######## design 1 ########
**src/rtl/height_pkg.sv**
```systemverilog
// Shared definitions for the ultrasonic height sensor controller:
// FSM state encoding, history depth, display clamp and default timing
// constants (25 MHz clock), plus the distance-to-height conversion.
package height_pkg;

  typedef enum logic [2:0] {
    IDLE,
    TRIG,
    WAIT_ECHO,
    MEASURE,
    PUSH,
    HOLDOFF
  } state_t;

  localparam int unsigned HIST_DEPTH     = 10;
  localparam int unsigned MAX_DISPLAY_CM = 99;

  localparam int unsigned DEF_TRIG_CYC    = 250;
  localparam int unsigned DEF_CYC_PER_CM  = 1450;
  localparam int unsigned DEF_ECHO_TO_CYC = 950000;
  localparam int unsigned DEF_HOLDOFF_CYC = 1500000;
  localparam int unsigned DEF_MOUNT_CM    = 200;

  // Height above floor = mount height minus measured distance, floored at 0
  // (object beyond the floor reads as nothing) and clamped to two digits.
  function automatic logic [7:0] height_from_dist(input logic [7:0] dist_cm,
                                                  input int unsigned mount_cm);
    int unsigned h;
    h = (32'(dist_cm) <= mount_cm) ? (mount_cm - 32'(dist_cm)) : 32'd0;
    if (h > MAX_DISPLAY_CM) h = MAX_DISPLAY_CM;
    return 8'(h);
  endfunction

endpackage

```
**src/rtl/height_sensor_ctrl_sync_2ff.sv**
```systemverilog
// Two-flop synchronizer for a single asynchronous input.
// Ports: clk, reset (async, active-high), d (async in), q (synchronized out).
module sync_2ff (
  input  logic clk,
  input  logic reset,
  input  logic d,
  output logic q
);

  logic meta;

  always_ff @(posedge clk or posedge reset) begin
    if (reset) begin
      meta <= 1'b0;
      q    <= 1'b0;
    end else begin
      meta <= d;
      q    <= meta;
    end
  end

endmodule

```
**src/rtl/height_sensor_ctrl.sv**
```systemverilog
// Ultrasonic height sensor controller: issues a trigger pulse, times the
// echo in cm, converts to height above floor and keeps a 10-deep history.
// Ports: clk, reset (async, active-high), start (measurement request),
// echo (async sensor line), trig (trigger pulse), busy (not idle),
// sample_valid (history shift pulse), timeout_err (aborted measurement),
// hist_0..hist_9 (height history in cm, hist_0 newest).
module height_sensor_ctrl
  import height_pkg::*;
#(
  parameter int unsigned TRIG_CYC    = DEF_TRIG_CYC,
  parameter int unsigned CYC_PER_CM  = DEF_CYC_PER_CM,
  parameter int unsigned ECHO_TO_CYC = DEF_ECHO_TO_CYC,
  parameter int unsigned HOLDOFF_CYC = DEF_HOLDOFF_CYC,
  parameter int unsigned MOUNT_CM    = DEF_MOUNT_CM
) (
  input  logic       clk,
  input  logic       reset,
  input  logic       start,
  input  logic       echo,
  output logic       trig,
  output logic       busy,
  output logic       sample_valid,
  output logic       timeout_err,
  output logic [7:0] hist_0,
  output logic [7:0] hist_1,
  output logic [7:0] hist_2,
  output logic [7:0] hist_3,
  output logic [7:0] hist_4,
  output logic [7:0] hist_5,
  output logic [7:0] hist_6,
  output logic [7:0] hist_7,
  output logic [7:0] hist_8,
  output logic [7:0] hist_9
);

  state_t      state, state_nx;
  logic        echo_s, echo_d;
  logic        echo_rise, echo_fall;
  logic        abort;
  logic [31:0] timer;
  logic [31:0] prescale;
  logic [7:0]  dist_cm;
  logic [7:0]  hist [HIST_DEPTH];

  sync_2ff u_sync (
    .clk   (clk),
    .reset (reset),
    .d     (echo),
    .q     (echo_s)
  );

  assign echo_rise = echo_s & ~echo_d;
  assign echo_fall = ~echo_s & echo_d;

  // Outputs decoded from the state register so reset removes them at once.
  assign trig         = (state == TRIG);
  assign busy         = (state != IDLE);
  assign sample_valid = (state == PUSH);

  always_comb begin
    state_nx = state;
    abort    = 1'b0;
    case (state)
      IDLE:      if (start) state_nx = TRIG;
      TRIG:      if (timer == TRIG_CYC - 1) state_nx = WAIT_ECHO;
      WAIT_ECHO: begin
        if (echo_rise) begin
          state_nx = MEASURE;
        end else if (timer == ECHO_TO_CYC - 1) begin
          state_nx = HOLDOFF;
          abort    = 1'b1;
        end
      end
      MEASURE: begin
        if (echo_fall) begin
          state_nx = PUSH;
        end else if (timer == ECHO_TO_CYC - 1) begin
          state_nx = HOLDOFF;
          abort    = 1'b1;
        end
      end
      PUSH:      state_nx = HOLDOFF;
      HOLDOFF:   if (timer == HOLDOFF_CYC - 1) state_nx = IDLE;
      default:   state_nx = IDLE;
    endcase
  end

  // The state timer restarts on every transition, so each state measures
  // its own dwell from zero.
  always_ff @(posedge clk or posedge reset) begin
    if (reset) begin
      state       <= IDLE;
      echo_d      <= 1'b0;
      timer       <= '0;
      prescale    <= '0;
      dist_cm     <= '0;
      timeout_err <= 1'b0;
    end else begin
      state       <= state_nx;
      echo_d      <= echo_s;
      timeout_err <= abort;
      if (state_nx != state || state == IDLE) timer <= '0;
      else                                    timer <= timer + 32'd1;
      if (state == IDLE && state_nx == TRIG) begin
        prescale <= '0;
        dist_cm  <= '0;
      end else if (state == MEASURE) begin
        if (prescale == CYC_PER_CM - 1) begin
          prescale <= '0;
          if (dist_cm != 8'hFF) dist_cm <= dist_cm + 8'd1;
        end else begin
          prescale <= prescale + 32'd1;
        end
      end
    end
  end

  always_ff @(posedge clk or posedge reset) begin
    if (reset) begin
      for (int unsigned k = 0; k < HIST_DEPTH; k++) hist[k] <= '0;
    end else if (state == PUSH) begin
      for (int unsigned k = HIST_DEPTH - 1; k > 0; k--) hist[k] <= hist[k-1];
      hist[0] <= height_from_dist(dist_cm, MOUNT_CM);
    end
  end

  assign hist_0 = hist[0];
  assign hist_1 = hist[1];
  assign hist_2 = hist[2];
  assign hist_3 = hist[3];
  assign hist_4 = hist[4];
  assign hist_5 = hist[5];
  assign hist_6 = hist[6];
  assign hist_7 = hist[7];
  assign hist_8 = hist[8];
  assign hist_9 = hist[9];

endmodule
```
**config.mk**
```make
export PLATFORM = sky130hd
export DESIGN_NAME = height_sensor_ctrl
export DESIGN_NICKNAME = d
export VERILOG_FILES = /design/src/rtl/height_pkg.sv /design/src/rtl/height_sensor_ctrl_sync_2ff.sv /design/src/rtl/height_sensor_ctrl.sv
export SDC_FILE = /design/constraint.sdc
export NUM_CORES = 1
export LEC_CHECK = 0
export CAP_MARGIN = 15
export CELL_PAD_IN_SITES_DETAIL_PLACEMENT = 2
export CELL_PAD_IN_SITES_GLOBAL_PLACEMENT = 2
export CORE_MARGIN = 5
export CORE_UTILIZATION = 40
export CTS_CLUSTER_SIZE = 30
export DETAILED_ROUTE_END_ITERATION = 8
export PLACE_DENSITY = 0.91
export SETUP_SLACK_MARGIN = 0.05
export SLEW_MARGIN = 5
export SYNTH_ARGS = -nofsm -noshare
export SYNTH_HDL_FRONTEND = slang
export SYNTH_SLANG_ARGS = --single-unit
```
**constraint.sdc**
```tcl
create_clock -name clk -period 14.7 [get_ports clk]
set_input_delay 2.205 -clock clk [delete_from_list [all_inputs] [get_ports clk]]
set_output_delay 2.205 -clock clk [all_outputs]
set_load 0.02 [all_outputs]
```
######## design 2 ########
<file path="config.mk">
export PLATFORM = sky130hd
export DESIGN_NAME = rt_fragment_fifo
export DESIGN_NICKNAME = d
export VERILOG_FILES = /design/src/rtl/rt_fragment_fifo.sv
export SDC_FILE = /design/constraint.sdc
export NUM_CORES = 1
export LEC_CHECK = 0
export CAP_MARGIN = 20
export CORE_ASPECT_RATIO = 2
export CORE_UTILIZATION = 42
export DETAILED_ROUTE_END_ITERATION = 8
export HOLD_SLACK_MARGIN = 0.08
export PLACE_DENSITY = 0.63
export SYNTH_ARGS = -nofsm -noshare
export SYNTH_HDL_FRONTEND = slang
export SYNTH_SLANG_ARGS = --single-unit
</file>
<file path="constraint.sdc">
create_clock -name clk -period 4.5 [get_ports clk]
set_input_delay 0.9 -clock clk [delete_from_list [all_inputs] [get_ports clk]]
set_output_delay 0.9 -clock clk [all_outputs]
set_load 0.05 [all_outputs]
</file>
<file path="src/rtl/rt_fragment_fifo.sv">
// Fragment FIFO feeding an AXI-Stream master, with per-frame beat length and frame count.
// Define RT_FRAG_STALL_CNT_EN to build the backpressure stall-cycle counter.
module rt_fragment_fifo #(
    parameter int DEPTH = 8,
    parameter int DW    = 32
) (
    input  logic          clk,
    input  logic          resetn,
    input  logic          clear,
    input  logic          s_valid,
    output logic          s_ready,
    input  logic [DW-1:0] s_data,
    input  logic          s_last,
    output logic          m_axis_tvalid,
    input  logic          m_axis_tready,
    output logic [DW-1:0] m_axis_tdata,
    output logic          m_axis_tlast,
    output logic          frame_done,
    output logic [31:0]   frame_len,
    output logic [15:0]   frame_count,
    output logic [31:0]   stall_cycles
);

    localparam int AW = $clog2(DEPTH);
    localparam logic [AW:0] PTR_ONE = {{AW{1'b0}}, 1'b1};

    logic [DW:0] mem [DEPTH];
    logic [AW:0] wr_ptr;
    logic [AW:0] rd_ptr;
    logic [31:0] beat_cnt;
    logic [DW:0] head;
    logic        full;
    logic        empty;
    logic        push;
    logic        pop;

    function automatic logic [31:0] sat_inc32(input logic [31:0] v);
        return (v == 32'hFFFF_FFFF) ? v : v + 32'd1;
    endfunction

    // Same index with differing wrap bits means the writer lapped the reader.
    assign empty = (wr_ptr == rd_ptr);
    assign full  = (wr_ptr[AW] != rd_ptr[AW]) && (wr_ptr[AW-1:0] == rd_ptr[AW-1:0]);

    assign s_ready       = !full;
    assign m_axis_tvalid = !empty;
    assign head          = mem[rd_ptr[AW-1:0]];
    assign m_axis_tdata  = empty ? '0 : head[DW-1:0];
    assign m_axis_tlast  = empty ? 1'b0 : head[DW];

    assign push       = s_valid && s_ready && !clear;
    assign pop        = m_axis_tvalid && m_axis_tready && !clear;
    assign frame_done = pop && m_axis_tlast;

    // Payload storage carries no reset; the head is masked while empty.
    always_ff @(posedge clk) begin
        if (push) begin
            mem[wr_ptr[AW-1:0]] <= {s_last, s_data};
        end
    end

    always_ff @(posedge clk or negedge resetn) begin
        if (!resetn) begin
            wr_ptr      <= '0;
            rd_ptr      <= '0;
            beat_cnt    <= '0;
            frame_len   <= '0;
            frame_count <= '0;
        end else if (clear) begin
            wr_ptr   <= '0;
            rd_ptr   <= '0;
            beat_cnt <= '0;
        end else begin
            if (push) begin
                wr_ptr <= wr_ptr + PTR_ONE;
            end
            if (pop) begin
                rd_ptr <= rd_ptr + PTR_ONE;
                if (m_axis_tlast) begin
                    frame_len   <= sat_inc32(beat_cnt);
                    beat_cnt    <= '0;
                    frame_count <= frame_count + 16'd1;
                end else begin
                    beat_cnt <= sat_inc32(beat_cnt);
                end
            end
        end
    end

`ifdef RT_FRAG_STALL_CNT_EN
    logic [31:0] stall_q;

    always_ff @(posedge clk or negedge resetn) begin
        if (!resetn) begin
            stall_q <= '0;
        end else if (clear) begin
            stall_q <= '0;
        end else if (m_axis_tvalid && !m_axis_tready) begin
            stall_q <= sat_inc32(stall_q);
        end
    end

    assign stall_cycles = stall_q;
`else
    assign stall_cycles = '0;
`endif

endmodule

</file>
Design 2, routed clock nets over the placement:
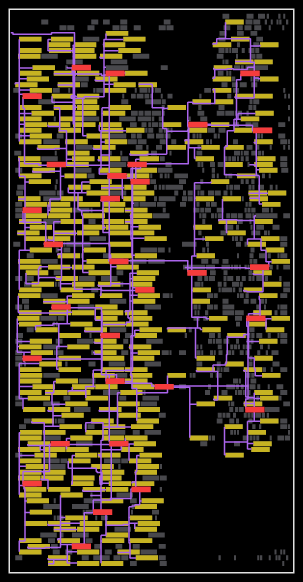
Red marks clock-net drivers, count 30. Purple marks clock wires, length 4,000 um. Yellow marks flip-flops, count 352.
Position of the flops: all over the die.

==> impl_metrics.csv, design 2 <==
group,metric,value,unit
die,fp.dieH,268.2,um
synthesis,top_cells_by_count,"edfxtp_1 (264), nor2_1 (94), dfrtp_1 (88), mux4_2 (66), a21oi_1 (43)",
final_timing,whs,431.5,ps
finish,num-multi-input-gates,532,
cts,htreeDepth,1,
pwr,power_density,512.8,nW/um2
detailed_routing,wl_met2,17.85,mm
final_timing,fin_skew,14.25,ps
cts,cts_sinks,352,
synthesis,yosysWarnings,0,
detailed_routing,drt_iter0_drc,366,
detailed_routing,vias,8131,
placement,placedCellCount,1474,
finish,finalNonFillerCells,1527,
setup_path,endpoint_kind,"output pin",
finish,signal_buffer_area_fraction,7.901,%
final_timing,final_hold_viol_count,0,
finish,ff_count,352,
setup_path,ff2ff_setup_slack,1220,ps
placement,detailed_place_hpwl,19.03,mm
finish,logic_area,4392,um2
status,status,"complete, no violations",
synthesis,synth_top_area_share,53.27,%
-- design 2: cell families (layout without fill, tap and decap cells) --
kind of cell    after synthesis  after routing  share of synthesized area [%]
compound gates              113            113                          4.657
xor+xnor                     53             53                          3.119
fa+ha+maj                     4              4                         0.3363
buf+inv                      97            197                          3.564
flops                       352            352                          68.06
mux                         104            104                          12.64
other cells                   1             33                        0.02520
simple gates                226            226                          7.591
-- design 2: worst min-delay path by stage --
stage | cells past startpoint | startpoint | end
after CTS | 1 | resetn | beat_cnt[5]$_DFFE_PN0P_
after global routing | 1 | resetn | frame_len[30]$_DFFE_PN0P_
after floorplan | 1 | beat_cnt[30]$_DFFE_PN0P_ | beat_cnt[30]$_DFFE_PN0P_
final | 1 | resetn | frame_len[28]$_DFFE_PN0P_
after global placement | 1 | frame_count[15]$_DFFE_PN0P_ | frame_count[15]$_DFFE_PN0P_
after detailed placement | 1 | frame_count[15]$_DFFE_PN0P_ | frame_count[15]$_DFFE_PN0P_
-- design 2: worst max-delay path, cell delays in order (launching register included) --
cell             delay [ps]
dfrtp_1                 590
xnor2_1                 190
and4b_2                 880
clkinv_2                300
clkdlybuf4s50_1         810
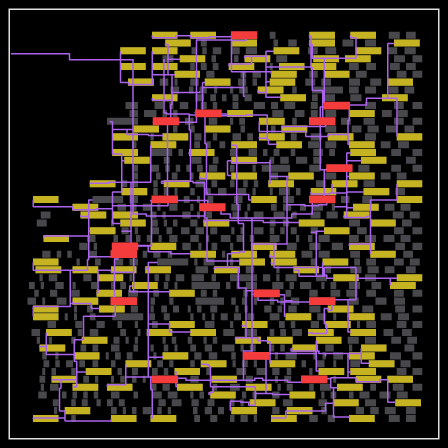
Design 1: routed clock nets over the placement
Yellow marks flip-flops, count 159. Red marks clock-net drivers, count 17. Purple marks clock wires, length 2,600 um.
There are 18 routed clock nets. Position of the flops: all over the die.

==> impl_metrics.csv, design 1 <==
group,metric,value,unit
synthesis,area_leaders,"dfrtp_1 (52%), mux2_2 (11%), xor2_1 (4.0%), nor3_1 (2.6%), nand4_1 (2.4%)",
final_timing,setup_viol,0,
pwr,switching_share,22.98,%
setup_path,crit_path_cell_trace,"inv_1 > nor3_2 > buf_4 > clkdlybuf4s50_1",
pwr,switchingPower,221.4,uW
synthesis,synth.avg_cell_area,10.97,um2
status,status,"complete, no violations",
placement,placedCellCount,1015,
placement,portBuffers,87,
placement,detailed_place_hpwl,17.57,mm
setup_path,slowest_stage,"buf_4",
final_timing,report.final.slew_viol_count,0,
synthesis,synth-edff-count,0,
synthesis,syn-instance-count,703,
final_timing,fmax,0.1789,GHz
synthesis,synth_flops,159,
synthesis,synthMuxAreaShare,11.03,%
synthesis,adder_share,0.9736,%
cts,cts_buffers,17,
pwr,pwr-share-comb,1.2,%
global_routing,grt_usage,27.66,%
placement,postPlaceCellArea,8757,um2
pwr,peakVddDrop,78.96,uV
finish,seq_area_share,42.19,%
job,drv_cap,0,
finish,layout_top_cells,"dfrtp_1 (159), clkdlybuf4s50_1 (87), mux2_2 (72), nor2_1 (40), nor3_1 (39)",
final_timing,fin_skew,14.76,ps
pwr,p_int,741.8,uW
## design 1: layer usage
metal  wire length, um  vias to the layer above  GRT usage, %  share of wire [%]
li1                  -                     2701             -                  -
met1             12700                     3448         34.21                 40
met2             15660                      317         46.49                 50
met3              1941                       84         6.685                6.2
met4              1170                        0         11.49                3.7
met5                 0                        -             0                  0
## design 1: path summary, 6_finish.rpt
| check | to | slack [ps] | cells after the start |
|---|---|---|---|
| max reg2reg | timer[29]$_DFF_PP0_ | 11230 | 5 |
| min in group asynchronous | hist_1[7]$_DFFE_PP0P_ | 2370 | 2 |
| min reg2reg | u_sync.q$_DFF_PP0_ | 360 | 0 |
| max in group asynchronous | dist_cm[1]$_DFFE_PP0P_ | 10910 | 3 |
| max | sample_valid | 9110 | 4 |
| min | u_sync.q$_DFF_PP0_ | 360 | 0 |
## design 1: power groups by stage
stage | Sequential [mW] | Clock (mW) | Combinational [mW]
detailed placement | 0.446 | 0 | 0.0115
finish | 0.438 | 0.514 | 0.0112
floorplan | 0.446 | 0 | 0.00698
CTS | 0.438 | 0.512 | 0.0117
global placement | 0.446 | 0 | 0.0107
global route | 0.438 | 0.536 | 0.0131

######## design 3 ########
Design 3, local utilization:
The die is cut into 8 by 8 equal tiles; dark blue is low, red is high, 0 to 100% covered.
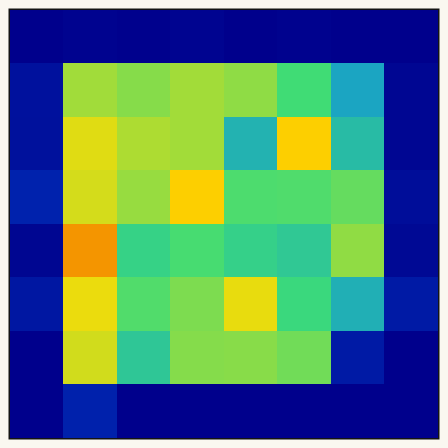

## src/rtl/controlador_cruzamento.sv

```systemverilog
// Four-approach intersection controller: round-robin vehicle green phase shared
// with a pedestrian walk, timed green/amber/all-red intervals, registered heads.
module controlador_cruzamento #(
    parameter logic [7:0] T_VERDE    = 8'd5,
    parameter logic [7:0] T_AMARELO  = 8'd3,
    parameter logic [7:0] T_VERMELHO = 8'd2,
    parameter logic [7:0] T_PEDESTRE = 8'd4
) (
    input  logic        clk,
    input  logic        rst,
    input  logic [3:0]  req,
    input  logic        bt,
    output logic [11:0] luzes,
    output logic        andar,
    output logic [1:0]  fase
);

    localparam int unsigned TMR_W   = 8;
    localparam int unsigned N_APR   = 4;
    localparam int unsigned FASE_W  = 2;
    localparam int unsigned COR_W   = 3;
    localparam int unsigned LUZES_W = N_APR * COR_W;

    localparam logic [COR_W-1:0] COR_VERMELHO = 3'b100;
    localparam logic [COR_W-1:0] COR_AMARELO  = 3'b010;
    localparam logic [COR_W-1:0] COR_VERDE    = 3'b001;

    // Reload values: a duration of 0 behaves as 1, so the load clamps at 0.
    localparam logic [TMR_W-1:0] LD_VERDE    = (T_VERDE    == 8'd0) ? 8'd0 : T_VERDE    - 8'd1;
    localparam logic [TMR_W-1:0] LD_AMARELO  = (T_AMARELO  == 8'd0) ? 8'd0 : T_AMARELO  - 8'd1;
    localparam logic [TMR_W-1:0] LD_VERMELHO = (T_VERMELHO == 8'd0) ? 8'd0 : T_VERMELHO - 8'd1;
    localparam logic [TMR_W-1:0] LD_PEDESTRE = (T_PEDESTRE == 8'd0) ? 8'd0 : T_PEDESTRE - 8'd1;

    typedef enum logic [1:0] {
        VERMELHO = 2'd0,
        VERDE    = 2'd1,
        AMARELO  = 2'd2,
        PEDESTRE = 2'd3
    } estado_t;

    estado_t              r_estado;
    logic [TMR_W-1:0]     r_timer;
    logic [N_APR-1:0]     r_req_pend;
    logic                 r_ped_pend;
    logic                 r_ult_ped;
    logic [FASE_W-1:0]    r_fase;
    logic [LUZES_W-1:0]   r_luzes;
    logic                 r_andar;

    estado_t              w_estado_nx;
    logic [TMR_W-1:0]     w_timer_nx;
    logic [N_APR-1:0]     w_req_pend_nx;
    logic                 w_ped_pend_nx;
    logic                 w_ult_ped_nx;
    logic [FASE_W-1:0]    w_fase_nx;
    logic [LUZES_W-1:0]   w_luzes_nx;
    logic                 w_andar_nx;

    logic                 w_timer_zero;
    logic [N_APR-1:0]     w_veh;
    logic                 w_ped;
    logic [FASE_W-1:0]    w_sel;
    logic                 w_found;

    assign w_timer_zero = (r_timer == '0);
    assign w_veh        = r_req_pend | req;
    assign w_ped        = r_ped_pend | bt;

    // Round-robin pick: first requesting approach after the last vehicle grant.
    always_comb begin
        w_sel   = r_fase;
        w_found = 1'b0;
        for (int k = 1; k <= int'(N_APR); k++) begin
            if (!w_found && w_veh[FASE_W'(r_fase + FASE_W'(k))]) begin
                w_sel   = FASE_W'(r_fase + FASE_W'(k));
                w_found = 1'b1;
            end
        end
    end

    // State register; heads are registered from the next-state decode.
    always_ff @(posedge clk) begin
        if (!rst) begin
            r_estado   <= VERMELHO;
            r_timer    <= LD_VERMELHO;
            r_req_pend <= '0;
            r_ped_pend <= 1'b0;
            r_ult_ped  <= 1'b0;
            r_fase     <= FASE_W'(N_APR - 1);
            r_luzes    <= {N_APR{COR_VERMELHO}};
            r_andar    <= 1'b0;
        end else begin
            r_estado   <= w_estado_nx;
            r_timer    <= w_timer_nx;
            r_req_pend <= w_req_pend_nx;
            r_ped_pend <= w_ped_pend_nx;
            r_ult_ped  <= w_ult_ped_nx;
            r_fase     <= w_fase_nx;
            r_luzes    <= w_luzes_nx;
            r_andar    <= w_andar_nx;
        end
    end

    // Next-state, timer, pending latches and grant pointer.
    always_comb begin
        w_estado_nx   = r_estado;
        w_timer_nx    = w_timer_zero ? '0 : r_timer - TMR_W'(1);
        w_req_pend_nx = r_req_pend | req;
        w_ped_pend_nx = r_ped_pend | bt;
        w_ult_ped_nx  = r_ult_ped;
        w_fase_nx     = r_fase;

        unique case (r_estado)
            VERDE: begin
                if (w_timer_zero) begin
                    w_estado_nx = AMARELO;
                    w_timer_nx  = LD_AMARELO;
                end
            end
            AMARELO: begin
                if (w_timer_zero) begin
                    w_estado_nx = VERMELHO;
                    w_timer_nx  = LD_VERMELHO;
                end
            end
            PEDESTRE: begin
                if (w_timer_zero) begin
                    w_estado_nx = VERMELHO;
                    w_timer_nx  = LD_VERMELHO;
                end
            end
            VERMELHO: begin
                // A vehicle waiting after a walk takes precedence over another walk.
                if (w_timer_zero) begin
                    if (w_ped && !(r_ult_ped && w_found)) begin
                        w_estado_nx   = PEDESTRE;
                        w_timer_nx    = LD_PEDESTRE;
                        w_ped_pend_nx = 1'b0;
                        w_ult_ped_nx  = 1'b1;
                    end else if (w_found) begin
                        w_estado_nx              = VERDE;
                        w_timer_nx               = LD_VERDE;
                        w_req_pend_nx[w_sel]     = 1'b0;
                        w_ult_ped_nx             = 1'b0;
                        w_fase_nx                = w_sel;
                    end
                end
            end
            default: begin
                w_estado_nx = VERMELHO;
                w_timer_nx  = LD_VERMELHO;
            end
        endcase
    end

    // Head decode from the upcoming state; only the granted approach leaves red.
    always_comb begin
        w_luzes_nx = {N_APR{COR_VERMELHO}};
        w_andar_nx = (w_estado_nx == PEDESTRE);
        for (int i = 0; i < int'(N_APR); i++) begin
            if (FASE_W'(i) == w_fase_nx) begin
                if (w_estado_nx == VERDE) begin
                    w_luzes_nx[i*COR_W +: COR_W] = COR_VERDE;
                end else if (w_estado_nx == AMARELO) begin
                    w_luzes_nx[i*COR_W +: COR_W] = COR_AMARELO;
                end
            end
        end
    end

    assign luzes = r_luzes;
    assign andar = r_andar;
    assign fase  = r_fase;

endmodule

```

## config.mk

```make
export PLATFORM = sky130hd
export DESIGN_NAME = controlador_cruzamento
export DESIGN_NICKNAME = d
export VERILOG_FILES = /design/src/rtl/controlador_cruzamento.sv
export SDC_FILE = /design/constraint.sdc
export NUM_CORES = 1
export LEC_CHECK = 0
export ABC_AREA = 1
export CAP_MARGIN = 20
export CELL_PAD_IN_SITES_DETAIL_PLACEMENT = 0
export CELL_PAD_IN_SITES_GLOBAL_PLACEMENT = 1
export CORE_MARGIN = 8
export CORE_UTILIZATION = 40
export CTS_BUF_LIST = sky130_fd_sc_hd__clkbuf_8 sky130_fd_sc_hd__clkbuf_16
export DETAILED_ROUTE_END_ITERATION = 12
export PLACE_DENSITY_LB_ADDON = 0.05
export REMOVE_ABC_BUFFERS = 1
export SLEW_MARGIN = 20
export SYNTH_ARGS = -nofsm -noshare
export SYNTH_HDL_FRONTEND = slang
export SYNTH_SLANG_ARGS = --single-unit
```

## constraint.sdc

```tcl
create_clock -name clk -period 2.4 [get_ports clk]
set_input_delay 0.48 -clock clk [delete_from_list [all_inputs] [get_ports clk]]
set_output_delay 0.48 -clock clk [all_outputs]
set_load 0.1 [all_outputs]
```

######## design 4 ########
## config.mk

```make
export PLATFORM = sky130hd
export DESIGN_NAME = park_space_release_flat
export DESIGN_NICKNAME = d
export VERILOG_FILES = /design/src/rtl/park_space_release_pkg.sv /design/src/rtl/park_space_release_if.sv /design/src/rtl/park_space_release_decoder.sv /design/src/rtl/park_space_release.sv /design/src/flat_wrapper.sv
export SDC_FILE = /design/constraint.sdc
export NUM_CORES = 1
export LEC_CHECK = 0
export CAP_MARGIN = 20
export CORE_ASPECT_RATIO = 1.5
export CORE_MARGIN = 4
export CORE_UTILIZATION = 30
export CTS_CLUSTER_SIZE = 16
export DETAILED_ROUTE_END_ITERATION = 8
export SYNTH_ARGS = -nofsm -noshare
export SYNTH_HDL_FRONTEND = slang
export SYNTH_SLANG_ARGS = --single-unit
```

## constraint.sdc

```tcl
create_clock -name clk -period 4.89 [get_ports clk]
set_clock_uncertainty 0.05 [all_clocks]
set_input_delay 0.978 -clock clk [delete_from_list [all_inputs] [get_ports clk]]
set_output_delay 0.978 -clock clk [all_outputs]
set_load 0.1 [all_outputs]
```

## src/rtl/park_space_release_pkg.sv

```systemverilog
// Shared definitions for the parking occupancy block.
//  - default geometry (8 spaces, 3-bit park numbers)
//  - FSM state encoding and request opcode encoding
package park_pkg;

  localparam int NUM_SPACES_DEF = 8;
  localparam int ADDR_W_DEF     = 3;

  typedef enum logic [1:0] {
    IDLE   = 2'd0,
    CHECK  = 2'd1,
    COMMIT = 2'd2
  } state_e;

  typedef enum logic {
    OP_RELEASE = 1'b0,
    OP_OCCUPY  = 1'b1
  } op_e;

endpackage

```

## src/rtl/park_space_release_if.sv

```systemverilog
// Request/status bundle between the gate/encoder side (master) and the
// occupancy block (slave).
//  master drives : release_valid/number, occupy_valid/number
//  slave drives  : ready, parking_capacity (1 = free), free_count, full,
//                  empty, done, err
interface park_space_release_if
  import park_pkg::*;
#(
  parameter int NUM_SPACES = NUM_SPACES_DEF,
  parameter int ADDR_W     = ADDR_W_DEF
);
  logic                  release_valid;
  logic [ADDR_W-1:0]     release_number;
  logic                  occupy_valid;
  logic [ADDR_W-1:0]     occupy_number;
  logic                  ready;
  logic [NUM_SPACES-1:0] parking_capacity;
  logic [ADDR_W:0]       free_count;
  logic                  full;
  logic                  empty;
  logic                  done;
  logic                  err;

  modport master (
    output release_valid, release_number, occupy_valid, occupy_number,
    input  ready, parking_capacity, free_count, full, empty, done, err
  );

  modport slave (
    input  release_valid, release_number, occupy_valid, occupy_number,
    output ready, parking_capacity, free_count, full, empty, done, err
  );
endinterface

```

## src/rtl/park_space_release_decoder.sv

```systemverilog
// decoder_3x8: park number -> one-hot slot select, inverse of the 8x3 encoder.
//  en_i      : when low the output is all zeros
//  num_i     : park number
//  onehot_o  : one bit per space; zero if num_i is out of range
module decoder_3x8 #(
  parameter int NUM_SPACES = 8,
  parameter int ADDR_W     = 3
) (
  input  logic                  en_i,
  input  logic [ADDR_W-1:0]     num_i,
  output logic [NUM_SPACES-1:0] onehot_o
);
  for (genvar i = 0; i < NUM_SPACES; i++) begin : g_bit
    assign onehot_o[i] = en_i && (num_i == ADDR_W'(i));
  end
endmodule

```

## src/rtl/park_space_release.sv

```systemverilog
// park_space_release: owns the parking occupancy vector and applies one
// occupy/release request per 3 cycles (IDLE -> CHECK -> COMMIT).
//  clk, rst_n : clock, synchronous active-low reset
//  bus        : slave side of park_space_release_if (requests in,
//               occupancy vector / count / full / empty / done / err out)
// A request is accepted in IDLE (release wins over occupy), validated in
// CHECK, and applied in COMMIT; done/err pulse for one cycle after COMMIT.
module park_space_release
  import park_pkg::*;
#(
  parameter int NUM_SPACES = NUM_SPACES_DEF,
  parameter int ADDR_W     = ADDR_W_DEF
) (
  input  logic                 clk,
  input  logic                 rst_n,
  park_space_release_if.slave  bus
);
  localparam logic [ADDR_W:0] NS_CNT = (ADDR_W+1)'(NUM_SPACES);

  state_e                state_q;
  op_e                   op_q;
  logic [ADDR_W-1:0]     num_q;
  logic [NUM_SPACES-1:0] oh_q;
  logic                  bad_q;
  logic [NUM_SPACES-1:0] cap_q, cap_d;
  logic [ADDR_W:0]       cnt_q, cnt_d;
  logic                  full_q, empty_q, done_q, err_q, ready_q;

  logic [NUM_SPACES-1:0] dec_oh;
  logic                  hit, range_bad, bad_d;

  // Decoder only enabled in CHECK so its output is quiet otherwise.
  decoder_3x8 #(.NUM_SPACES(NUM_SPACES), .ADDR_W(ADDR_W)) u_dec (
    .en_i     (state_q == CHECK),
    .num_i    (num_q),
    .onehot_o (dec_oh)
  );

  // hit = selected slot is currently free. Out-of-range numbers decode to
  // zero, so they need an explicit range flag for the release case.
  always_comb begin
    hit       = |(dec_oh & cap_q);
    range_bad = {1'b0, num_q} >= NS_CNT;
    bad_d     = range_bad | ((op_q == OP_RELEASE) ? hit : ~hit);
  end

  // Vector/count update; only applied on a good commit, so the count can
  // never wrap (release needs an occupied slot, occupy a free one).
  always_comb begin
    cap_d = cap_q;
    cnt_d = cnt_q;
    if (op_q == OP_RELEASE) begin
      cap_d = cap_q | oh_q;
      cnt_d = cnt_q + 1'b1;
    end else begin
      cap_d = cap_q & ~oh_q;
      cnt_d = cnt_q - 1'b1;
    end
  end

  always_ff @(posedge clk) begin
    if (!rst_n) begin
      state_q <= IDLE;
      op_q    <= OP_RELEASE;
      num_q   <= '0;
      oh_q    <= '0;
      bad_q   <= 1'b0;
      cap_q   <= '1;
      cnt_q   <= NS_CNT;
      full_q  <= 1'b0;
      empty_q <= 1'b1;
      done_q  <= 1'b0;
      err_q   <= 1'b0;
      ready_q <= 1'b1;
    end else begin
      done_q <= 1'b0;
      err_q  <= 1'b0;
      case (state_q)
        IDLE: begin
          if (bus.release_valid) begin
            op_q    <= OP_RELEASE;
            num_q   <= bus.release_number;
            state_q <= CHECK;
            ready_q <= 1'b0;
          end else if (bus.occupy_valid) begin
            op_q    <= OP_OCCUPY;
            num_q   <= bus.occupy_number;
            state_q <= CHECK;
            ready_q <= 1'b0;
          end
        end
        CHECK: begin
          oh_q    <= dec_oh;
          bad_q   <= bad_d;
          state_q <= COMMIT;
        end
        COMMIT: begin
          if (bad_q) begin
            err_q <= 1'b1;
          end else begin
            done_q  <= 1'b1;
            cap_q   <= cap_d;
            cnt_q   <= cnt_d;
            full_q  <= (cnt_d == '0);
            empty_q <= (cnt_d == NS_CNT);
          end
          state_q <= IDLE;
          ready_q <= 1'b1;
        end
        default: begin
          state_q <= IDLE;
          ready_q <= 1'b1;
        end
      endcase
    end
  end

  assign bus.ready            = ready_q;
  assign bus.parking_capacity = cap_q;
  assign bus.free_count       = cnt_q;
  assign bus.full             = full_q;
  assign bus.empty            = empty_q;
  assign bus.done             = done_q;
  assign bus.err              = err_q;

endmodule
```

## src/flat_wrapper.sv

```systemverilog
// flat-port wrapper written by rule: the top's interface ports become plain ports
module park_space_release_flat import park_pkg::*;
#(
  parameter int NUM_SPACES = NUM_SPACES_DEF,
  parameter int ADDR_W     = ADDR_W_DEF
)
  (clk, rst_n, bus_release_valid, bus_release_number, bus_occupy_valid, bus_occupy_number, bus_ready, bus_parking_capacity, bus_free_count, bus_full, bus_empty, bus_done, bus_err);
  park_space_release_if #(.NUM_SPACES(NUM_SPACES), .ADDR_W(ADDR_W)) bus_i ();
  input  logic clk;
  input  logic rst_n;
  input wire logic [$bits(bus_i.release_valid)-1:0] bus_release_valid;
  input wire logic [$bits(bus_i.release_number)-1:0] bus_release_number;
  input wire logic [$bits(bus_i.occupy_valid)-1:0] bus_occupy_valid;
  input wire logic [$bits(bus_i.occupy_number)-1:0] bus_occupy_number;
  output wire logic [$bits(bus_i.ready)-1:0] bus_ready;
  output wire logic [$bits(bus_i.parking_capacity)-1:0] bus_parking_capacity;
  output wire logic [$bits(bus_i.free_count)-1:0] bus_free_count;
  output wire logic [$bits(bus_i.full)-1:0] bus_full;
  output wire logic [$bits(bus_i.empty)-1:0] bus_empty;
  output wire logic [$bits(bus_i.done)-1:0] bus_done;
  output wire logic [$bits(bus_i.err)-1:0] bus_err;
  assign bus_i.release_valid = bus_release_valid;
  assign bus_i.release_number = bus_release_number;
  assign bus_i.occupy_valid = bus_occupy_valid;
  assign bus_i.occupy_number = bus_occupy_number;
  assign bus_ready = bus_i.ready;
  assign bus_parking_capacity = bus_i.parking_capacity;
  assign bus_free_count = bus_i.free_count;
  assign bus_full = bus_i.full;
  assign bus_empty = bus_i.empty;
  assign bus_done = bus_i.done;
  assign bus_err = bus_i.err;
  park_space_release #(.NUM_SPACES(NUM_SPACES), .ADDR_W(ADDR_W)) u_core (.clk(clk), .rst_n(rst_n), .bus(bus_i));
endmodule
```

######## design 5 ########
==> src/rtl/lcd_char_writer_if.sv <==
// rtl/lcd_char_writer_if.sv - character/instruction stream into lcd_char_writer
interface lcd_char_writer_if;
    logic       in_valid;
    logic       in_ready;
    logic [7:0] in_char;
    logic       in_cmd;

    modport master (output in_valid, output in_char, output in_cmd, input in_ready);
    modport slave  (input in_valid, input in_char, input in_cmd, output in_ready);
endinterface

==> src/rtl/lcd_char_writer.sv <==
// rtl/lcd_char_writer.sv - 8-bit HD44780/ST7920 write-only driver with self-run init; LCD_AUTO_WRAP_EN adds line wrap
module lcd_char_writer #(
    parameter int          COLS           = 16,
    parameter int          ROWS           = 4,
    parameter logic [31:0] LINE_ADDRS     = 32'h98889080,
    parameter int          SETUP_CYC      = 4,
    parameter int          EN_HIGH_CYC    = 25,
    parameter int          HOLD_CYC       = 4,
    parameter int          CMD_WAIT_CYC   = 3600,
    parameter int          CLEAR_WAIT_CYC = 80000,
    parameter int          POWERUP_CYC    = 2000000
) (
    input  logic                clk,
    input  logic                rst,
    lcd_char_writer_if.slave    s,
    output logic                init_done,
    output logic                lcd_rs,
    output logic                lcd_rw,
    output logic                lcd_en,
    output logic [7:0]          lcd_dat
);
    function automatic int max2(input int a, input int b);
        return (a > b) ? a : b;
    endfunction

    localparam int MAX_CYC = max2(max2(max2(SETUP_CYC, EN_HIGH_CYC), max2(HOLD_CYC, CMD_WAIT_CYC)),
                                  max2(CLEAR_WAIT_CYC, POWERUP_CYC));
    localparam int CW   = $clog2(MAX_CYC + 1);
    localparam int COLW = $clog2(COLS + 1);
    localparam logic [COLW-1:0] COL_END = COLW'(COLS);

    typedef enum logic [2:0] {PWRUP, INIT, IDLE, SETUP, EN_HI, HOLD, WAIT} state_t;

    state_t          state, state_n;
    logic [CW-1:0]   cnt, cnt_n, limit;
    logic [2:0]      init_idx, init_idx_n;
    logic            init_done_n, rs_n, is_clear, timer_done;
    logic [7:0]      dat_n;
    logic [1:0]      row, row_n, row_inc;
    logic [COLW-1:0] col, col_n;

    function automatic logic [7:0] init_byte(input logic [2:0] idx);
        case (idx)
            3'd0:    return 8'h38;
            3'd1:    return 8'h0C;
            3'd2:    return 8'h06;
            default: return 8'h01;
        endcase
    endfunction

    assign lcd_rw     = 1'b0;
    assign s.in_ready = (state == IDLE) && init_done;
    assign is_clear   = !lcd_rs && (lcd_dat == 8'h01 || lcd_dat == 8'h02);
    assign row_inc    = (row == 2'(ROWS - 1)) ? 2'd0 : row + 2'd1;

    // The counter counts cycles already spent in the current state; each timed state lasts limit+1 cycles.
    always_comb begin
        limit = '0;
        case (state)
            PWRUP:   limit = CW'(POWERUP_CYC - 1);
            SETUP:   limit = CW'(SETUP_CYC - 1);
            EN_HI:   limit = CW'(EN_HIGH_CYC - 1);
            HOLD:    limit = CW'(HOLD_CYC - 1);
            WAIT:    limit = is_clear ? CW'(CLEAR_WAIT_CYC - 1) : CW'(CMD_WAIT_CYC - 1);
            default: limit = '0;
        endcase
    end

    assign timer_done = (cnt == limit);

    always_comb begin
        state_n     = state;
        cnt_n       = timer_done ? '0 : cnt + 1'b1;
        dat_n       = lcd_dat;
        rs_n        = lcd_rs;
        init_idx_n  = init_idx;
        init_done_n = init_done;
        row_n       = row;
        col_n       = col;
        case (state)
            PWRUP: if (timer_done) state_n = INIT;
            INIT: begin
                dat_n      = init_byte(init_idx);
                rs_n       = 1'b0;
                init_idx_n = init_idx + 3'd1;
                state_n    = SETUP;
            end
            IDLE: if (s.in_valid && s.in_ready) begin
                dat_n   = s.in_char;
                rs_n    = !s.in_cmd;
                state_n = SETUP;
            end
            SETUP: if (timer_done) state_n = EN_HI;
            EN_HI: if (timer_done) state_n = HOLD;
            HOLD:  if (timer_done) state_n = WAIT;
            WAIT: if (timer_done) begin
                if (lcd_rs) begin
                    if (col != COL_END) col_n = col + 1'b1;
                end else if (is_clear) begin
                    row_n = 2'd0;
                    col_n = '0;
                end else begin
                    for (int r = 0; r < 4; r++) begin
                        if (r < ROWS && lcd_dat == LINE_ADDRS[8*r +: 8]) begin
                            row_n = 2'(r);
                            col_n = '0;
                        end
                    end
                end
                if (!init_done) begin
                    if (init_idx == 3'd4) begin
                        init_done_n = 1'b1;
                        state_n     = IDLE;
                    end else begin
                        state_n = INIT;
                    end
                end
`ifdef LCD_AUTO_WRAP_EN
                // Inserted cycle's address matches LINE_ADDRS, so its own completion moves the trackers.
                else if (lcd_rs && col_n == COL_END) begin
                    dat_n   = LINE_ADDRS[8*row_inc +: 8];
                    rs_n    = 1'b0;
                    state_n = SETUP;
                end
`endif
                else begin
                    state_n = IDLE;
                end
            end
            default: state_n = PWRUP;
        endcase
    end

    always_ff @(posedge clk) begin
        if (rst) begin
            state     <= PWRUP;
            cnt       <= '0;
            lcd_dat   <= 8'h00;
            lcd_rs    <= 1'b0;
            lcd_en    <= 1'b0;
            init_done <= 1'b0;
            init_idx  <= 3'd0;
            row       <= 2'd0;
            col       <= '0;
        end else begin
            state     <= state_n;
            cnt       <= cnt_n;
            lcd_dat   <= dat_n;
            lcd_rs    <= rs_n;
            lcd_en    <= (state_n == EN_HI);
            init_done <= init_done_n;
            init_idx  <= init_idx_n;
            row       <= row_n;
            col       <= col_n;
        end
    end
endmodule

==> src/flat_wrapper.sv <==
// flat-port wrapper written by rule: the top's interface ports become plain ports
module lcd_char_writer_flat 
#(
    parameter int          COLS           = 16,
    parameter int          ROWS           = 4,
    parameter logic [31:0] LINE_ADDRS     = 32'h98889080,
    parameter int          SETUP_CYC      = 4,
    parameter int          EN_HIGH_CYC    = 25,
    parameter int          HOLD_CYC       = 4,
    parameter int          CMD_WAIT_CYC   = 3600,
    parameter int          CLEAR_WAIT_CYC = 80000,
    parameter int          POWERUP_CYC    = 2000000
)
  (clk, rst, init_done, lcd_rs, lcd_rw, lcd_en, lcd_dat, s_in_valid, s_in_char, s_in_cmd, s_in_ready);
  lcd_char_writer_if s_i ();
  input  logic clk;
  input  logic rst;
  output logic init_done;
  output logic lcd_rs;
  output logic lcd_rw;
  output logic lcd_en;
  output logic [7:0] lcd_dat;
  input wire logic [$bits(s_i.in_valid)-1:0] s_in_valid;
  input wire logic [$bits(s_i.in_char)-1:0] s_in_char;
  input wire logic [$bits(s_i.in_cmd)-1:0] s_in_cmd;
  output wire logic [$bits(s_i.in_ready)-1:0] s_in_ready;
  assign s_i.in_valid = s_in_valid;
  assign s_i.in_char = s_in_char;
  assign s_i.in_cmd = s_in_cmd;
  assign s_in_ready = s_i.in_ready;
  lcd_char_writer #(.COLS(COLS), .ROWS(ROWS), .LINE_ADDRS(LINE_ADDRS), .SETUP_CYC(SETUP_CYC), .EN_HIGH_CYC(EN_HIGH_CYC), .HOLD_CYC(HOLD_CYC), .CMD_WAIT_CYC(CMD_WAIT_CYC), .CLEAR_WAIT_CYC(CLEAR_WAIT_CYC), .POWERUP_CYC(POWERUP_CYC)) u_core (.clk(clk), .rst(rst), .s(s_i), .init_done(init_done), .lcd_rs(lcd_rs), .lcd_rw(lcd_rw), .lcd_en(lcd_en), .lcd_dat(lcd_dat));
endmodule
==> config.mk <==
export PLATFORM = sky130hd
export DESIGN_NAME = lcd_char_writer_flat
export DESIGN_NICKNAME = d
export VERILOG_FILES = /design/src/rtl/lcd_char_writer_if.sv /design/src/rtl/lcd_char_writer.sv /design/src/flat_wrapper.sv
export SDC_FILE = /design/constraint.sdc
export NUM_CORES = 1
export LEC_CHECK = 0
export ABC_AREA = 1
export ABC_CLOCK_PERIOD_IN_PS = 1700
export CAP_MARGIN = 20
export CELL_PAD_IN_SITES_DETAIL_PLACEMENT = 1
export CELL_PAD_IN_SITES_GLOBAL_PLACEMENT = 1
export CORE_MARGIN = 5
export CORE_UTILIZATION = 37
export DETAILED_ROUTE_END_ITERATION = 7
export PLACE_DENSITY_LB_ADDON = 0.15
export SLEW_MARGIN = 20
export SYNTH_ARGS = -nofsm -noshare
export SYNTH_HDL_FRONTEND = slang
export SYNTH_SLANG_ARGS = --single-unit
export TNS_END_PERCENT = 100
==> constraint.sdc <==
create_clock -name clk -period 1.7 [get_ports clk]
set_input_delay 0.51 -clock clk [delete_from_list [all_inputs] [get_ports clk]]
set_output_delay 0.51 -clock clk [all_outputs]
set_load 0.01 [all_outputs]

==> screenshots <==
Routed clock nets over the placement.
(a)
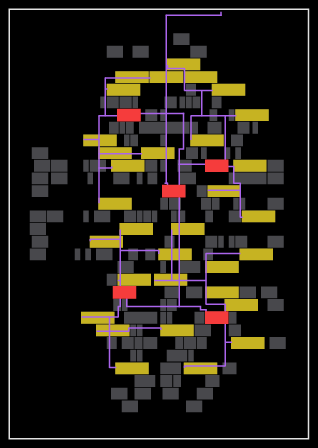
(b)
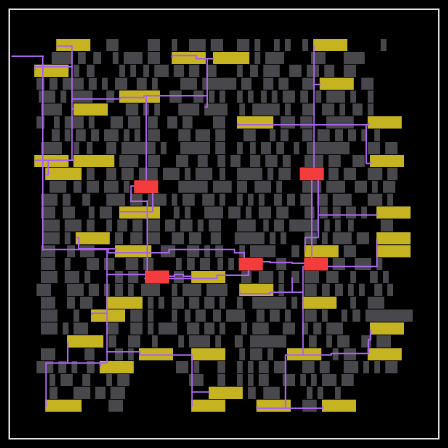
(c)
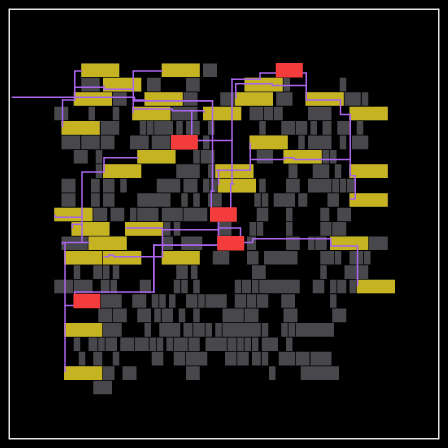
| from | picture |
|---|---|
| design 3 | (c) |
| design 4 | (a) |
| design 5 | (b) |

Key to (c):
Red marks clock-net drivers, count 5. Yellow marks flip-flops, count 31. Purple marks clock wires, length 443 um.
There are 6 routed clock nets.

Design 5, local utilization:
The die is cut into 9 by 9 equal tiles; dark blue is low, red is high, 0 to 100% covered.
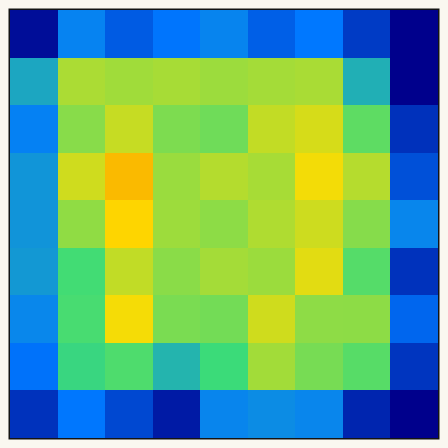
2.5% of the tiles are over 75% full. The mean over all tiles is 45%. 3.7% of the tiles are nearly empty.

==> impl_metrics.csv, design 5 <==
group,metric,value,unit
global_routing,globalRoute.totalOverflow,0,
status,status,"finished with violations",
final_timing,slew_headroom,66.20,%
final_timing,whs,489.7,ps
global_routing,antenna_found_initial,0,
pwr,pwr-share-comb,58.8,%
final_timing,setup-tns-final,-9805,ps
final_timing,worst_slack,-419.8,ps
setup_path,cp.arrival,2340,ps
pwr,power_density,1198,nW/um2
die,core,6314,um2
global_routing,grt_pass1_vias,2821,
pwr,pg_comb,2.64,mW
final_timing,setup_viol,27,
cts,cts_hold_buf,0,
synthesis,yosys.area.top_type,"dfxtp_1",
status,violations,"negative setup slack",
pwr,pwr-share-clk,15.4,%
pwr,maxPowerGroup,"combinational cells",
[design 5: sequential cells by signal, indices dropped and copies added, names as in the netlist]
signal	count
u_core.cnt	21
u_core.lcd_dat	8
u_core.init_idx	3
u_core.state	3
u_core.init_done	1
u_core.lcd_en	1
u_core.lcd_rs	1
[design 5: layout make-up]
cell class,count,area share [%]
flip-flops and latches,38,20.81
clock inverters,2,0.3334
well taps,77,2.568
clock buffers,6,2.201
multi-input cells,261,44.18
repair buffers,112,25.51
inverters,40,4.401
[design 5: placed cells by master, fill, tap and decap left out, drive strengths merged]
master	netlist	routed
a41oi	2	2
nand2	90	90
ha	5	5
conb	1	1
o211a	1	1
dfxtp	38	38
nor3b	3	3
dlymetal6s2s	0	1
nand3b	1	1
buf	7	89
nor3	6	6
and3	2	2
or2	3	3
and2	1	1
clkbuf	0	7
dlygate4sd2	0	9
inv	39	39
xor2	5	5
clkinv	1	2
xnor2	3	3
nor4	2	2
nand4	6	6
nand3	32	32
o21ai	17	17
clkinvlp	0	1
nor2	56	56
clkdlybuf4s50	0	12
a21oi	20	20
a31oi	5	5
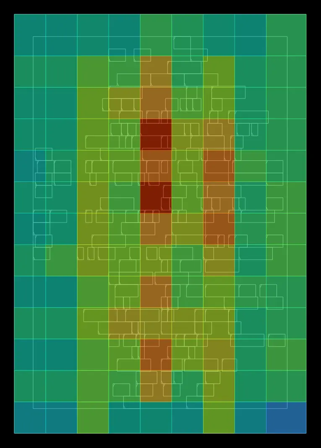
Design 4: congestion heat map
Final Util: 38.98%
drt wl/cell: 11.87 um
met3 Use GR: 3.064%

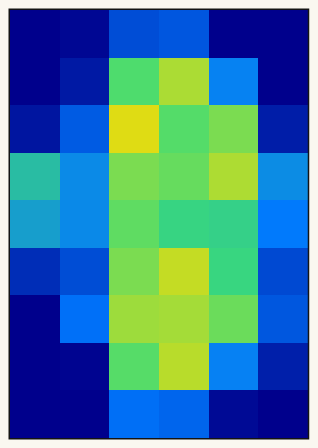
Design 4: local utilization
The die is cut into 6 by 9 equal tiles; dark blue is low, red is high, 0 to 100% covered.
22% of the tiles are nearly empty. The densest ninth of the die: middle. The fullest tile reaches 71%. The mean over all tiles is 29%.

==> impl_metrics.csv, design 4 <==
group,metric,value,unit
synthesis,area_leaders,"dfxtp_1 (45%), nand2_1 (8.3%), o211ai_1 (4.8%), mux2i_1 (2.8%), o211a_1 (2.8%)",
pwr,power_density,312.7,nW/um2
placement,detailed_place_hpwl,1.915,mm
die,die_w,63.96,um
detailed_routing,drc,0,
synthesis,simple_gate_area_share,22.47,%
global_routing,globalRoute.totalOverflow,0,
final_timing,final_hold_viol_count,0,
status,status,"complete, no violations",
final_timing,rsz0062_at_grt,"no",
finish,drive_gt1_share,5.233,%
die,core,4542,um2
cts,post-cts-setup-buffers,0,
detailed_routing,dr.pass1.iters,4,
final_timing,fin_crit,2865,ps
setup_path,ff2ff_setup_slack,2870,ps
synthesis,synth.most_common_cell,"dfxtp_1",
die,die-area,5879,um2
final_timing,slew_headroom,34.34,%
global_routing,grt_use_met2,17.52,%
synthesis,ys_sh_aoi,15.28,%
pwr,peakVddDrop,86.35,uV
synthesis,yosys.area.top_type,"dfxtp_1",
synthesis,synth.avg_cell_area,9.269,um2
design 4: through the flow:
stage               util (%)  hold slack (ps)  total power, mW  cells
floorplan                  -            391.2           0.3600    152
global placement       37.47            409.3           0.3827    231
detailed placement     37.47            413.3           0.3832    231
CTS                    38.98            421.4           0.5627    236
global route           38.98            442.2           0.5836    236
finish                 38.98            418.6           0.5536    236
design 4: report_power, final:
group	total, mW	switching [mW]	internal [mW]
Sequential	0.292	0.0196	0.272
Combinational	0.0852	0.0530	0.0323
Clock	0.177	0.0852	0.0914
Total	0.554	0.158	0.396
design 4: layer usage:
layer	up-vias	share of wire, %
met3	6	4.7
li1	574	-
met5	-	0
met4	0	2.8
met1	495	45
met2	25	48
design 4: worst reg2reg max path, cell delays in order (launching register included):
cell     delay [ps]
dfxtp_1         680
inv_1           180
fa_1            420
xor2_1          190
and3_1          190
a32o_1          210
design 4: final cells by class:
class | instances | area, um2 | area share [%]
repair buffers | 26 | 260.3 | 14.70
flip-flops and latches | 32 | 640.6 | 36.18
clock buffers | 5 | 68.82 | 3.887
well taps | 64 | 80.08 | 4.523
inverters | 3 | 11.26 | 0.6360
multi-input cells | 106 | 709.4 | 40.07
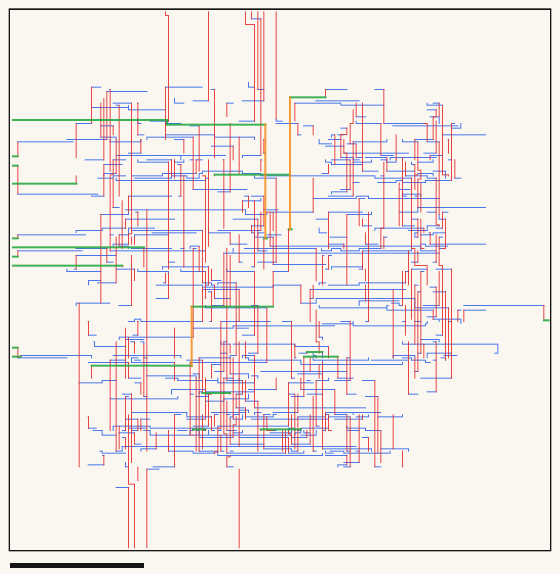
Design 3: metal layers overlaid
The bar under the picture is 20 um long.
Green marks M3, wire length 153 um. Red marks M2, wire length 1,670 um. Blue marks M1, wire length 1,780 um. Orange marks M4, wire length 45.6 um.

About 'local utilization' of design 3:
The emptiest ninth of the die: bottom right. 33% of the tiles are nearly empty. The fullest tile reaches 83%.

==> impl_metrics.csv, design 3 <==
group,metric,value,unit
detailed_routing,drc,0,
cts,post-cts-setup-buffers,0,
cts,tritoncts,"done",
global_routing,grt_usage,12.76,%
die,num_io_pins,22,
placement,postPlaceCellArea,2042,um2
setup_path,path_max_fanout,4,
job,drv_cap,0,
finish,fin_area,2171,um2
setup_path,crit_start,"req[2]",
setup_path,ff2ff_setup_slack,240,ps
finish,logic_area,960.9,um2
setup_path,slowest_stage,"clkdlybuf4s50_1",
synthesis,synth.most_common_cell,"nand2_1",
synthesis,adder_share,3.734,%
setup_path,r2r_end,"luzes[8]$_SDFF_PN1_",
die,core,4029,um2
synthesis,yosysWarnings,0,
synthesis,yosys_cells,203,
setup_path,cpLargestDelayFamily,"simple AND/OR/NAND/NOR gates",
synthesis,synth.avg_cell_area,8.253,um2
synthesis,top_cells_by_count,"nand2_1 (41), dfxtp_1 (31), nor2_1 (27), inv_1 (17), nand2_2 (11)",
setup_path,cp-start-kind,"input port",
finish,regArea,620.6,um2
cts,cts.clk_slew.worst_paths,70,ps
finish,utilization,53.88,%
pwr,power_density,1265,nW/um2
status,status,"complete, no violations",
-- design 3: per-stage QoR --
step                TNS, ps  setup WS, ps
floorplan             -5232        -485.3
global placement      -1207        -159.1
detailed placement    -1616        -200.7
CTS                       0         97.43
global route              0         14.43
finish                    0         184.0
-- design 3: final cells by class --
cell class                 count  area share (%)
clock buffer                   7           4.438
clock inverter                 1          0.3458
inverter                      24           4.611
multi-input combinational    146           44.27
sequential                    31           28.59
tap                           50           2.882
timing repair buffer          41           14.87
-- design 3: state kept, by name, indices dropped and copies added, names as in the netlist --
register / flops
r_ult_ped: 1
r_estado: 2
r_timer: 8
luzes: 12
fase: 2
andar: 1
r_req_pend: 4
r_ped_pend: 1
-- design 3: where the power goes --
group | total, mW | switching (mW) | internal [mW]
logic | 1.56 | 1.00 | 0.552
clock network | 0.456 | 0.195 | 0.261
registers | 0.734 | 0.0909 | 0.643
-- design 3: per-layer routing --
layer	wire length (um)	vias up
li1	-	737
met2	1672	27
met3	152	7
met4	45	0
met1	1783	657
met5	0	-


==> screenshots <==
Congestion heat map.
picture 1
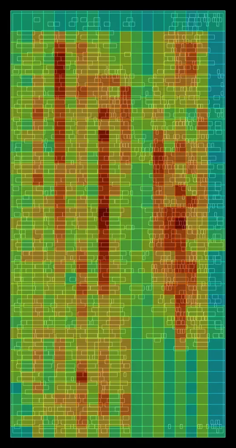
picture 2
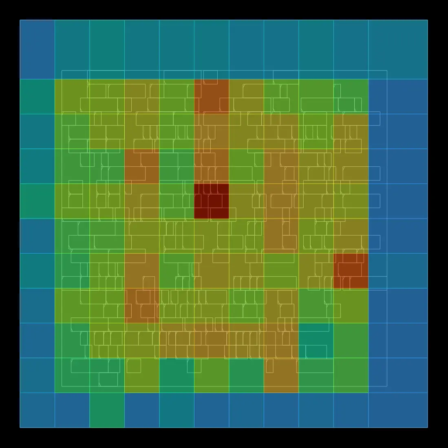
picture 3
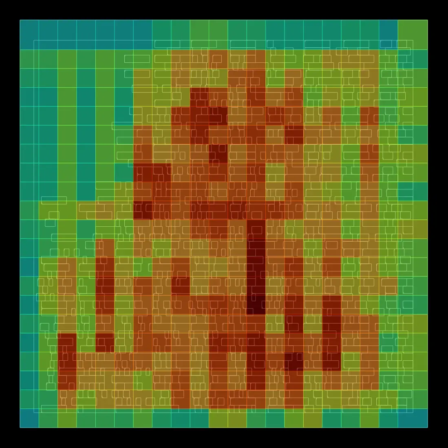
- picture 1 = design 2
- picture 2 = design 3
- picture 3 = design 1

Power and IR drop assume default switching activity.
